# mem_arbiter

mem_arbiter/class_map.png
Bar = 50 µm.
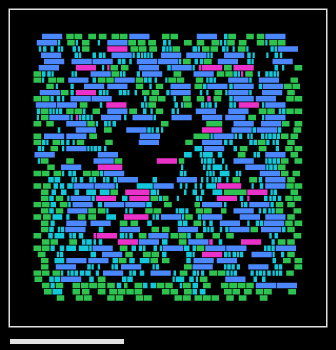

<file path="src/rtl/mem_arb_pkg.sv">
// Shared types for the fetch/data memory arbiter: FSM states, requester ids and
// the default starvation limit.
package mem_arb_pkg;

  localparam int STARVE_MAX_DEFAULT = 3;

  typedef enum logic [1:0] {
    ST_IDLE  = 2'd0,
    ST_ISSUE = 2'd1,
    ST_WAIT  = 2'd2,
    ST_RESP  = 2'd3
  } arb_state_t;

  typedef enum logic {
    REQ_IF = 1'b0,
    REQ_DM = 1'b1
  } req_id_t;

  // Bits needed to hold 0..max_val inclusive; never less than one bit.
  function automatic int cnt_width(input int max_val);
    return (max_val < 1) ? 1 : $clog2(max_val + 1);
  endfunction

endpackage

</file>
<file path="src/rtl/arb_select.sv">
// Combinational fetch/data winner selection; with MEM_ARB_STARVE_GUARD_EN a saturating
// counter of data grants made while fetch waits lets fetch win once it reaches STARVE_MAX.
module arb_select
  import mem_arb_pkg::*;
#(
  parameter int STARVE_MAX = STARVE_MAX_DEFAULT
) (
  input  logic    clk,
  input  logic    rst,
  input  logic    i_if_req,
  input  logic    i_dm_req,
  input  logic    i_grant,
  output req_id_t o_winner
);

`ifdef MEM_ARB_STARVE_GUARD_EN
  localparam int CW = cnt_width(STARVE_MAX);

  logic [CW-1:0] r_starve_cnt;
  logic          w_starved;

  assign w_starved = (r_starve_cnt == CW'(STARVE_MAX));

  always_comb begin
    o_winner = REQ_IF;
    if (i_dm_req && !(i_if_req && w_starved)) begin
      o_winner = REQ_DM;
    end
  end

  // Only data grants that overtake a waiting fetch count toward starvation.
  always_ff @(posedge clk or posedge rst) begin
    if (rst) begin
      r_starve_cnt <= '0;
    end else if (i_grant) begin
      if ((o_winner == REQ_IF) || !i_if_req) begin
        r_starve_cnt <= '0;
      end else if (!w_starved) begin
        r_starve_cnt <= r_starve_cnt + CW'(1);
      end
    end
  end
`else
  logic w_unused;

  assign w_unused = &{1'b0, clk, rst, i_grant, (STARVE_MAX > 0)};

  always_comb begin
    o_winner = i_dm_req ? REQ_DM : REQ_IF;
  end
`endif

endmodule

</file>
<file path="src/rtl/mem_arbiter.sv">
// Shares one memory port between fetch and data, one transaction in flight; load/fetch
// valid 3 cycles after an IDLE grant, store 2, stretched by mem_ready/mem_rvalid (MEM_ARB_STARVE_GUARD_EN).
module mem_arbiter
  import mem_arb_pkg::*;
#(
  parameter int STARVE_MAX = STARVE_MAX_DEFAULT
) (
  input  logic        clk,
  input  logic        rst,
  input  logic        if_req,
  input  logic [31:0] if_addr,
  output logic [31:0] if_rdata,
  output logic        if_valid,
  output logic        if_stall,
  input  logic        dm_req,
  input  logic        dm_we,
  input  logic [31:0] dm_addr,
  input  logic [31:0] dm_wdata,
  output logic [31:0] dm_rdata,
  output logic        dm_valid,
  output logic        dm_stall,
  output logic        mem_req,
  output logic        mem_we,
  output logic [31:0] mem_addr,
  output logic [31:0] mem_wdata,
  input  logic        mem_ready,
  input  logic        mem_rvalid,
  input  logic [31:0] mem_rdata
);

  arb_state_t  r_state;
  arb_state_t  w_state_nxt;
  req_id_t     w_winner;
  req_id_t     r_owner;
  logic [31:0] r_addr;
  logic [31:0] r_wdata;
  logic        r_we;
  logic [31:0] r_if_rdata;
  logic [31:0] r_dm_rdata;
  logic        w_grant;
  logic        w_capture;

  assign w_grant = (r_state == ST_IDLE) && (if_req || dm_req);

  arb_select #(
    .STARVE_MAX (STARVE_MAX)
  ) u_arb_select (
    .clk      (clk),
    .rst      (rst),
    .i_if_req (if_req),
    .i_dm_req (dm_req),
    .i_grant  (w_grant),
    .o_winner (w_winner)
  );

  always_ff @(posedge clk or posedge rst) begin
    if (rst) begin
      r_state <= ST_IDLE;
    end else begin
      r_state <= w_state_nxt;
    end
  end

  // mem_ready and mem_rvalid are only looked at in the state that expects them.
  always_comb begin
    w_state_nxt = r_state;
    w_capture   = 1'b0;
    mem_req     = 1'b0;
    mem_we      = 1'b0;
    if_valid    = 1'b0;
    dm_valid    = 1'b0;
    case (r_state)
      ST_IDLE: begin
        if (w_grant) begin
          w_state_nxt = ST_ISSUE;
        end
      end
      ST_ISSUE: begin
        mem_req = 1'b1;
        mem_we  = r_we;
        if (mem_ready) begin
          w_state_nxt = r_we ? ST_RESP : ST_WAIT;
        end
      end
      ST_WAIT: begin
        if (mem_rvalid) begin
          w_capture   = 1'b1;
          w_state_nxt = ST_RESP;
        end
      end
      ST_RESP: begin
        if_valid    = (r_owner == REQ_IF);
        dm_valid    = (r_owner == REQ_DM);
        w_state_nxt = ST_IDLE;
      end
      default: begin
        w_state_nxt = ST_IDLE;
      end
    endcase
  end

  // Request payload is frozen at grant so the memory sees it stable through ISSUE.
  always_ff @(posedge clk or posedge rst) begin
    if (rst) begin
      r_owner    <= REQ_IF;
      r_addr     <= '0;
      r_we       <= 1'b0;
      r_wdata    <= '0;
      r_if_rdata <= '0;
      r_dm_rdata <= '0;
    end else begin
      if (w_grant) begin
        r_owner <= w_winner;
        if (w_winner == REQ_DM) begin
          r_addr  <= dm_addr;
          r_we    <= dm_we;
          r_wdata <= dm_wdata;
        end else begin
          r_addr  <= if_addr;
          r_we    <= 1'b0;
          r_wdata <= '0;
        end
      end
      if (w_capture) begin
        if (r_owner == REQ_DM) begin
          r_dm_rdata <= mem_rdata;
        end else begin
          r_if_rdata <= mem_rdata;
        end
      end
    end
  end

  assign mem_addr  = r_addr;
  assign mem_wdata = r_wdata;
  assign if_rdata  = r_if_rdata;
  assign dm_rdata  = r_dm_rdata;
  assign if_stall  = if_req && !if_valid;
  assign dm_stall  = dm_req && !dm_valid;

  a_valid_exclusive: assert property (@(posedge clk) disable iff (rst)
    !(if_valid && dm_valid));

  a_issue_stable: assert property (@(posedge clk) disable iff (rst)
    (mem_req && !mem_ready) |=> (mem_req && $stable(mem_addr) && $stable(mem_we) && $stable(mem_wdata)));

endmodule

</file>
<file path="config.mk">
export PLATFORM = sky130hd
export DESIGN_NAME = mem_arbiter
export DESIGN_NICKNAME = d
export VERILOG_FILES = /design/src/rtl/mem_arb_pkg.sv /design/src/rtl/arb_select.sv /design/src/rtl/mem_arbiter.sv
export SDC_FILE = /design/constraint.sdc
export NUM_CORES = 1
export LEC_CHECK = 0
export ABC_AREA = 1
export CAP_MARGIN = 20
export CORE_MARGIN = 10
export CORE_UTILIZATION = 41
export DETAILED_ROUTE_END_ITERATION = 6
export PLACE_DENSITY_LB_ADDON = 0.08
export SYNTH_ARGS = -nofsm -noshare
export SYNTH_HDL_FRONTEND = slang
export SYNTH_SLANG_ARGS = --single-unit
</file>
<file path="constraint.sdc">
create_clock -name clk -period 5 [get_ports clk]
set_input_delay 0.5 -clock clk [delete_from_list [all_inputs] [get_ports clk]]
set_output_delay 0.5 -clock clk [all_outputs]
set_load 0.01 [all_outputs]
</file>
# xnor_match_pipe

**src/rtl/xnor_match_pipe.sv**
```systemverilog
// xnor_match_pipe: two-stage masked XNOR compare with popcount score, threshold
// match and a saturating running total of the scores of delivered results.
module xnor_match_pipe #(
   parameter int WIDTH  = 8,
   parameter int THRESH = WIDTH,
   parameter int ACC_W  = 16
) (
   input  logic                       clk,
   input  logic                       rst_n,
   input  logic                       in_valid,
   output logic                       in_ready,
   input  logic [WIDTH-1:0]           a,
   input  logic [WIDTH-1:0]           b,
   input  logic [WIDTH-1:0]           mask,
   output logic                       out_valid,
   input  logic                       out_ready,
   output logic [WIDTH-1:0]           y,
   output logic [$clog2(WIDTH+1)-1:0] score,
   output logic                       match,
   output logic                       all_eq,
   input  logic                       clear,
   output logic [ACC_W-1:0]           acc,
   output logic                       acc_sat
);

   localparam int SCORE_W = $clog2(WIDTH+1);
   localparam logic [ACC_W-1:0] ACC_MAX = '1;

   function automatic logic [SCORE_W-1:0] popcount(input logic [WIDTH-1:0] v);
      logic [SCORE_W-1:0] n;
      n = '0;
      for (int i = 0; i < WIDTH; i++) n = n + SCORE_W'(v[i]);
      return n;
   endfunction

   // Returns {saturated, next accumulator}; reaching the ceiling exactly counts as saturation.
   function automatic logic [ACC_W:0] sat_add(input logic [ACC_W-1:0] cur,
                                              input logic [SCORE_W-1:0] s);
      logic [ACC_W:0] sum;
      sum = {1'b0, cur} + (ACC_W+1)'(s);
      if (sum >= {1'b0, ACC_MAX}) return {1'b1, ACC_MAX};
      return {1'b0, sum[ACC_W-1:0]};
   endfunction

   logic                 vld_p1;
   logic [WIDTH-1:0]     y_p1;
   logic [WIDTH-1:0]     mask_p1;
   logic                 vld_p2;
   logic [WIDTH-1:0]     y_p2;
   logic [SCORE_W-1:0]   score_p2;
   logic                 match_p2;
   logic                 all_eq_p2;
   logic                 en1;
   logic                 en2;
   logic [SCORE_W-1:0]   score_c;
   logic                 match_c;
   logic [ACC_W:0]       acc_nxt;

   assign en2      = !vld_p2 || out_ready;
   assign en1      = !vld_p1 || en2;
   assign in_ready = en1;

   assign score_c = popcount(y_p1);
   assign match_c = (int'(score_c) >= THRESH);
   assign acc_nxt = sat_add(acc, score);

   // Stage 1: masked XNOR of the operands
   always_ff @(posedge clk or negedge rst_n) begin
      if (!rst_n) begin
         vld_p1  <= 1'b0;
         y_p1    <= '0;
         mask_p1 <= '0;
      end else if (en1) begin
         vld_p1 <= in_valid;
         if (in_valid) begin
            y_p1    <= ~(a ^ b) & mask;
            mask_p1 <= mask;
         end
      end
   end

   // Stage 2: score, threshold and all-equal flags
   always_ff @(posedge clk or negedge rst_n) begin
      if (!rst_n) begin
         vld_p2    <= 1'b0;
         y_p2      <= '0;
         score_p2  <= '0;
         match_p2  <= 1'b0;
         all_eq_p2 <= 1'b0;
      end else if (en2) begin
         vld_p2 <= vld_p1;
         if (vld_p1) begin
            y_p2      <= y_p1;
            score_p2  <= score_c;
            match_p2  <= match_c;
            all_eq_p2 <= (y_p1 == mask_p1);
         end
      end
   end

   // Accumulator: clear wins over a coincident output handshake
   always_ff @(posedge clk or negedge rst_n) begin
      if (!rst_n) begin
         acc     <= '0;
         acc_sat <= 1'b0;
      end else if (clear) begin
         acc     <= '0;
         acc_sat <= 1'b0;
      end else if (out_valid && out_ready) begin
         acc <= acc_nxt[ACC_W-1:0];
         if (acc_nxt[ACC_W]) acc_sat <= 1'b1;
      end
   end

   assign out_valid = vld_p2;
   assign y         = y_p2;
   assign score     = score_p2;
   assign match     = match_p2;
   assign all_eq    = all_eq_p2;

endmodule
```
**config.mk**
```make
export PLATFORM = sky130hd
export DESIGN_NAME = xnor_match_pipe
export DESIGN_NICKNAME = d
export VERILOG_FILES = /design/src/rtl/xnor_match_pipe.sv
export SDC_FILE = /design/constraint.sdc
export NUM_CORES = 1
export LEC_CHECK = 0
export CORE_UTILIZATION = 54
export CTS_CLUSTER_SIZE = 10
export DETAILED_ROUTE_END_ITERATION = 6
export PLACE_DENSITY_LB_ADDON = 0.25
export SLEW_MARGIN = 20
export SYNTH_ARGS = -nofsm -noshare
export SYNTH_HDL_FRONTEND = slang
export SYNTH_SLANG_ARGS = --single-unit
```
**constraint.sdc**
```tcl
create_clock -name clk -period 4.66 [get_ports clk]
set_clock_uncertainty 0.15 [all_clocks]
set_input_delay 1.398 -clock clk [delete_from_list [all_inputs] [get_ports clk]]
set_output_delay 1.398 -clock clk [all_outputs]
set_load 0.02 [all_outputs]
```
# elevator_scan_controller

### src/rtl/elevator_scan_controller.sv
// Purpose: single-cab SCAN elevator controller; latches floor calls and serves them sweeping one direction at a time.
// Latency: a call for the cab's own floor opens the door on the next cycle; travel takes STEP_TICKS cycles per floor.
// Backpressure: none; calls are latched on any cycle and held until served at their floor or cleared by reset.
//
// Ports:
//   clk, rst       : single clock, synchronous active-high reset
//   call_in        : per-floor call request, bit i = floor i (pulse or level)
//   current_floor  : registered cab position, always within 0..NUM_FLOORS-1
//   pending        : registered mask of latched, not yet served calls
//   moving_up/moving_down/door_open/idle : one-hot decode of the controller state
module elevator_scan_controller #(
  parameter int NUM_FLOORS = 10,
  parameter int FLOOR_W    = 4,
  parameter int STEP_TICKS = 10000000,
  parameter int DOOR_TICKS = 20000000
) (
  input  logic                  clk,
  input  logic                  rst,
  input  logic [NUM_FLOORS-1:0] call_in,
  output logic [FLOOR_W-1:0]    current_floor,
  output logic [NUM_FLOORS-1:0] pending,
  output logic                  moving_up,
  output logic                  moving_down,
  output logic                  door_open,
  output logic                  idle
);

  localparam logic [1:0] S_IDLE = 2'd0;
  localparam logic [1:0] S_UP   = 2'd1;
  localparam logic [1:0] S_DOWN = 2'd2;
  localparam logic [1:0] S_DOOR = 2'd3;

  // One counter width covers both timers; it only ever reaches TICKS-1.
  localparam int MAX_TICKS = (STEP_TICKS > DOOR_TICKS) ? STEP_TICKS : DOOR_TICKS;
  localparam int CNT_W     = (MAX_TICKS > 1) ? $clog2(MAX_TICKS) : 1;

  localparam logic [CNT_W-1:0]   STEP_LAST = CNT_W'(STEP_TICKS - 1);
  localparam logic [CNT_W-1:0]   DOOR_LAST = CNT_W'(DOOR_TICKS - 1);
  localparam logic [FLOOR_W-1:0] TOP_FLOOR = FLOOR_W'(NUM_FLOORS - 1);

  logic [1:0]            state, state_nx;
  logic [FLOOR_W-1:0]    floor_nx;
  logic [NUM_FLOORS-1:0] pending_nx;
  logic                  dir_up, dir_nx;
  logic [CNT_W-1:0]      step_cnt, step_nx;
  logic [CNT_W-1:0]      door_cnt, door_nx;
  // Set for exactly the one cycle after the cab lands on a new floor.
  logic                  arrived, arrived_nx;

  logic [NUM_FLOORS-1:0] floor_mask;
  logic [NUM_FLOORS-1:0] look;
  logic [NUM_FLOORS-1:0] serve;
  logic                  above, below, ahead, behind;
  logic                  here_pend, here_call;
  logic                  go_step;

  // IDLE decides on registered calls plus this cycle's call_in, so a fresh
  // call is acted on without first waiting for it to be latched.
  always_comb begin
    floor_mask = NUM_FLOORS'(1) << current_floor;
    look       = (state == S_IDLE) ? (pending | call_in) : pending;
    here_pend  = |(pending & floor_mask);
    here_call  = |(call_in & floor_mask);
    above      = 1'b0;
    below      = 1'b0;
    for (int i = 0; i < NUM_FLOORS; i++) begin
      if (look[i] && (FLOOR_W'(i) > current_floor)) above = 1'b1;
      if (look[i] && (FLOOR_W'(i) < current_floor)) below = 1'b1;
    end
    ahead  = dir_up ? above : below;
    behind = dir_up ? below : above;
  end

  always_comb begin
    state_nx   = state;
    floor_nx   = current_floor;
    dir_nx     = dir_up;
    step_nx    = step_cnt;
    door_nx    = door_cnt;
    arrived_nx = 1'b0;
    go_step    = 1'b0;

    case (state)
      S_IDLE: begin
        if (here_pend || here_call) begin
          state_nx = S_DOOR;
          door_nx  = '0;
        end else if (ahead) begin
          state_nx = dir_up ? S_UP : S_DOWN;
          step_nx  = '0;
        end else if (behind) begin
          state_nx = dir_up ? S_DOWN : S_UP;
          dir_nx   = ~dir_up;
          step_nx  = '0;
        end
      end

      S_UP, S_DOWN: begin
        go_step = 1'b1;
        // The landing cycle doubles as the first cycle of the next step
        // when the cab keeps going, so continuous travel is STEP_TICKS/floor.
        if (arrived) begin
          if (here_pend) begin
            state_nx = S_DOOR;
            door_nx  = '0;
            go_step  = 1'b0;
          end else if (!ahead) begin
            state_nx = S_IDLE;
            step_nx  = '0;
            go_step  = 1'b0;
          end
        end
        if (go_step) begin
          if (step_cnt == STEP_LAST) begin
            step_nx    = '0;
            arrived_nx = 1'b1;
            // Range guard: the cab never steps past either end shaft.
            if (state == S_UP && current_floor != TOP_FLOOR) begin
              floor_nx = current_floor + 1'b1;
            end else if (state == S_DOWN && current_floor != '0) begin
              floor_nx = current_floor - 1'b1;
            end
          end else begin
            step_nx = step_cnt + 1'b1;
          end
        end
      end

      default: begin // S_DOOR
        if (here_call) begin
          door_nx = '0;
        end else if (door_cnt == DOOR_LAST) begin
          door_nx = '0;
          if (ahead) begin
            state_nx = dir_up ? S_UP : S_DOWN;
            step_nx  = '0;
          end else if (behind) begin
            state_nx = dir_up ? S_DOWN : S_UP;
            dir_nx   = ~dir_up;
            step_nx  = '0;
          end else begin
            state_nx = S_IDLE;
          end
        end else begin
          door_nx = door_cnt + 1'b1;
        end
      end
    endcase

    // A call for the floor whose door is (or is about to be) open is already
    // satisfied, so it is masked out rather than latched.
    serve      = ((state == S_DOOR) || (state_nx == S_DOOR)) ? floor_mask : '0;
    pending_nx = (pending | call_in) & ~serve;
  end

  always_ff @(posedge clk) begin
    if (rst) begin
      state         <= S_IDLE;
      current_floor <= '0;
      pending       <= '0;
      dir_up        <= 1'b1;
      step_cnt      <= '0;
      door_cnt      <= '0;
      arrived       <= 1'b0;
    end else begin
      state         <= state_nx;
      current_floor <= floor_nx;
      pending       <= pending_nx;
      dir_up        <= dir_nx;
      step_cnt      <= step_nx;
      door_cnt      <= door_nx;
      arrived       <= arrived_nx;
    end
  end

  assign idle        = (state == S_IDLE);
  assign moving_up   = (state == S_UP);
  assign moving_down = (state == S_DOWN);
  assign door_open   = (state == S_DOOR);

endmodule

### config.mk
export PLATFORM = sky130hd
export DESIGN_NAME = elevator_scan_controller
export DESIGN_NICKNAME = d
export VERILOG_FILES = /design/src/rtl/elevator_scan_controller.sv
export SDC_FILE = /design/constraint.sdc
export NUM_CORES = 1
export LEC_CHECK = 0
export CAP_MARGIN = 20
export CELL_PAD_IN_SITES_DETAIL_PLACEMENT = 0
export CELL_PAD_IN_SITES_GLOBAL_PLACEMENT = 2
export CORE_MARGIN = 4
export CORE_UTILIZATION = 39
export CTS_CLUSTER_SIZE = 28
export DETAILED_ROUTE_END_ITERATION = 6
export PLACE_DENSITY = 0.95
export SYNTH_ARGS = -nofsm -noshare
export SYNTH_HDL_FRONTEND = slang
export SYNTH_SLANG_ARGS = --single-unit
export TNS_END_PERCENT = 50
### constraint.sdc
create_clock -name clk -period 4.44 [get_ports clk]
set_clock_uncertainty 0.2 [all_clocks]
set_input_delay 0.444 -clock clk [delete_from_list [all_inputs] [get_ports clk]]
set_output_delay 0.444 -clock clk [all_outputs]
set_load 0.02 [all_outputs]
mem_arbiter/congestion_map.png
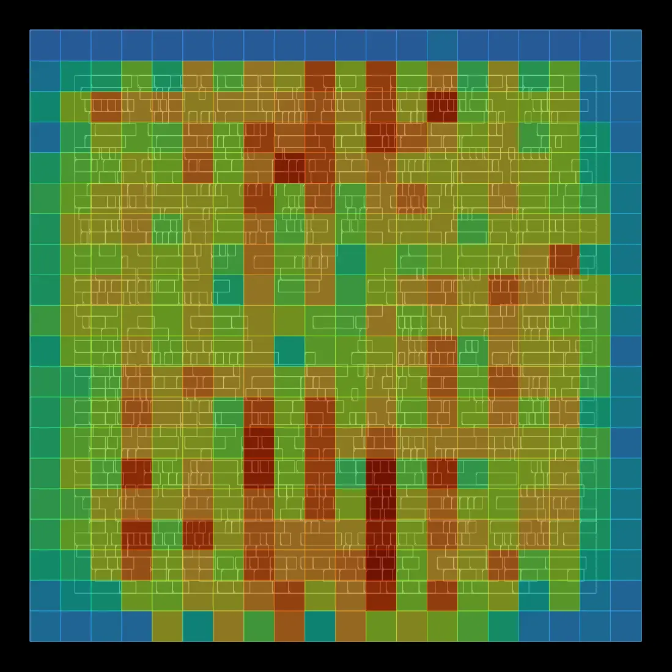
busiest grt layer: met2
WL per Instance: 18.0 µm
Tot GR Track Use: 19.7%
M1 GR Usage: 22.8%

mem_arbiter/gates.png
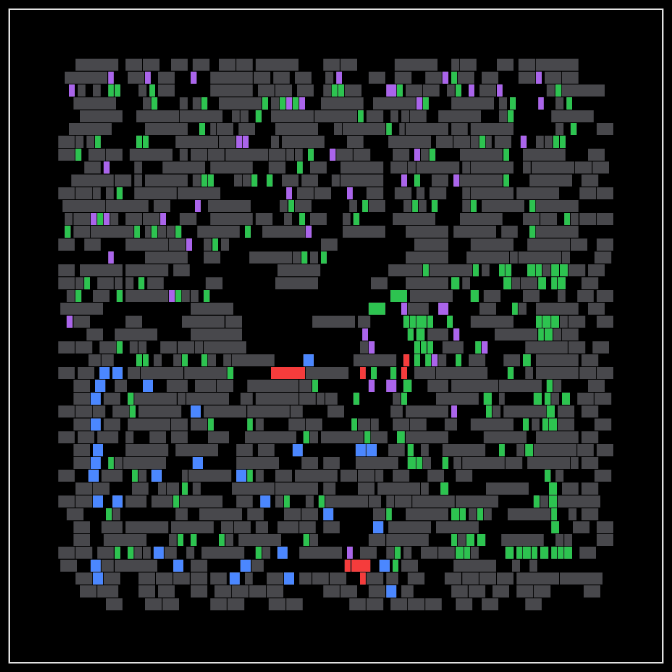
[inv cells] purple | cells: 44
[nor cells] red | cells: 7 | where: center
[nand cells] green | cells: 181 | where: widely spread
[and/or cells] blue | cells: 32
dominant logic cell type in the layout: clkdlybuf4s50_1
non-filler cells, final: 1,048
share of cell area taken by multi-input logic gates: 22.1%

## Picture notes: mem_arbiter/class_map.png
[clock drivers and dummy loads] magenta | cells: 29 | share of their area: 6.6%
[sequential cells] blue | cells: 132 | share of their area: 37%
[remaining buffers and delay cells] green | cells: 275 | share of their area: 31%
[remaining logic cells] cyan | cells: 432 | share of their area: 25%
core area: 0.0138 mm²
Design Area, Final: 0.00905 mm²
flop share of the area: 36.5%
Layout Utilization: 65.7%

==> metrics.cfg, mem_arbiter <==
[critical_path]
reg2reg_slack_ns=2.51
timing.rr.end=mem_addr[2]$_DFFE_PP0P_
cp-startpoint=r_state[0]$_DFFE_PP0P_
cp_num_cells=7
slowest_delay_ns=0.55
cp-start-kind=flop

[die]
ios=269
die-area_mm2=0.0191
rows=43

[clocking]
tritoncts=done
cts.sinks=132
post_cts_buffers=0
cts-buffers-inserted=17
cts.htree.levels=4

[route]
wirelength_mm=18.9
drt_iter0_markers=375
vias=5250

[power_and_ir_drop]
pg_comb_uw=2340
finalPower_uw=5420
power.density_mw_per_mm2=599

[timing]
setup_viol=0
worst_slack_ns=2.51
worst_pin_slew_ns=0.794
fmax_ghz=0.401
grt_setup_unrepaired=false

[status]
status=finished, final reports clean

[finish]
final-clk-cell-share_pct=6.39
fin_nets=998
diodes=0

[synthesis]
netlist_area_mm2=0.00572
edf_count=0
simple_gate_share_pct=17.3
ys.flops=132
yosys_cells=607
synthArstFlopShare_pct=100

[placed_design]
place_inst=1018
port_buffers=268

[global_route]
overflow=0

[min_path]
whs_endpoint=mem_wdata[11]$_DFFE_PP0P_

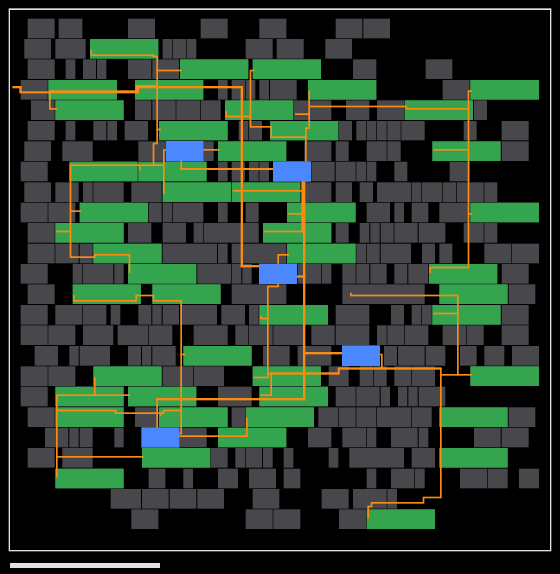
xnor_match_pipe/clock_wires.png
Bar = 20 µm.
[clock-net drivers] blue | count: 5
[clock wires] orange | length: 582 µm
[flip-flops] green | count: 48
flops lie: widely spread
routed clock nets: 6
Clock power frac: 27.3%
Insertion Delay late pin: 0.30 ns

==> metrics.cfg, xnor_match_pipe <==
[global_route]
busiest_layer=met2
overflow=0

[finish]
largest_cell_class=logic gates
largest_reg_flops=16
final_util_pct=72.3
comb.multi_input.count=181
final-clk-cell-share_pct=3.73
max_flop_register=acc
drive_gt1_share_pct=12.4

[critical_path]
cp-startpoint=out_ready
cp_max_fo=4
cp-start-kind=primary input

[synthesis]
top_cells_by_area=dfrtp_1 (46%), xnor2_1 (6.7%), mux2_2 (6.0%)
ys_sh_aoi_pct=12.3
synth_area_leader_cell=dfrtp_1
yosys_cells=254
simple_gate_share_pct=17.2
ys_seq_share_pct=45.6
ys.flops=48

[timing]
worst_slack_ns=0.430
fin_crit_sh_pct=90.8

[min_path]
worstHoldStart=vld_p1$_DFFE_PN0N_

[power_and_ir_drop]
power_leader=sequential cells
seq_power_share_pct=42.9
p_int_uw=837
irDropWorstVdd_mv=0.244

[clocking]
root_buffer=clkbuf_8

[status]
status=finished, final reports clean

[die]
n_tap_cell=54

elevator_scan_controller/class_map.png
Bar = 20 µm.
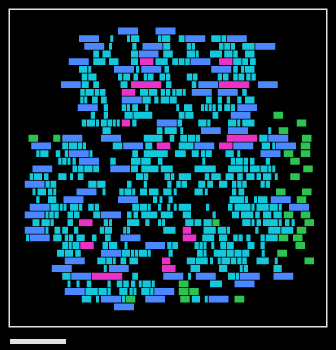
[sequential cells] blue | cells: 68 | share of their area: 29%
[remaining buffers and delay cells] green | cells: 31 | share of their area: 6.5%
[remaining logic cells] cyan | cells: 417 | share of their area: 59%
[clock drivers and dummy loads] magenta | cells: 16 | share of their area: 5.8%
Design Area, Final: 0.00486 mm²
flop share of the area: 28.0%
Rows: 37

==> metrics.cfg, elevator_scan_controller <==
[status]
status=finished, final reports clean

[die]
die_x_um=112

[global_route]
overflow=0

[timing]
finalHoldViolations=0
hold_slack_ns=0.303
worst_pin_slew_ns=1.00

[min_path]
worstHoldStart=step_cnt[15]$_SDFFE_PP0P_

[power_and_ir_drop]
p_int_uw=1270
p_leak_uw=0.00170

[synthesis]
synth_area_leader_cell=dfxtp_1
yosys.area_share.adder_pct=3.84
ys_area_mm2=0.00423
syn_area_per_cell_um2=8.35

[finish]
diodes=0
fillers=1060
lay_top_cells=dfxtp_1 (68), nor2_1 (60), a21oi_1 (39)
final-clk-cell-share_pct=5.56
seq_cell_count=68

[clocking]
cts.repair.resized=0

[critical_path]
worstSetupPathType=reg2reg



## Gallery

Where the registers sit.
(a)
Bar = 50 µm.
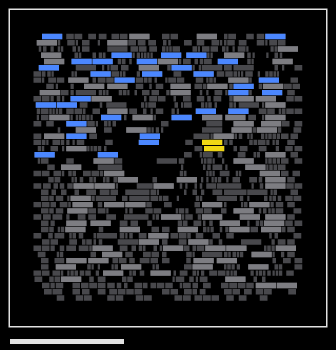
(b)
Bar = 20 µm.
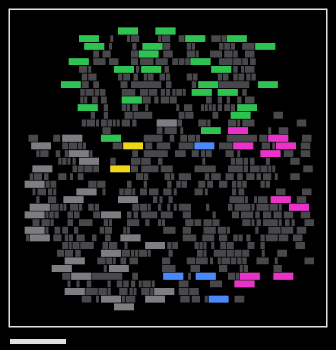
(c)
Bar = 20 µm.
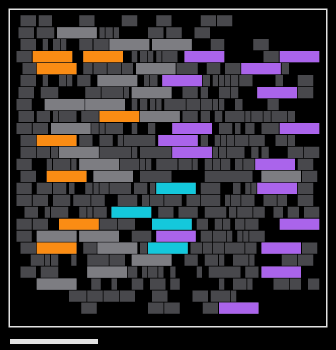
- (a) = mem_arbiter
- (b) = elevator_scan_controller
- (c) = xnor_match_pipe

Key to (c):
[acc] purple | flops: 16
[score] cyan | flops: 4
[mask_p1] orange | flops: 8
not colored: 20

Power is estimated from default activity; no workload was simulated.
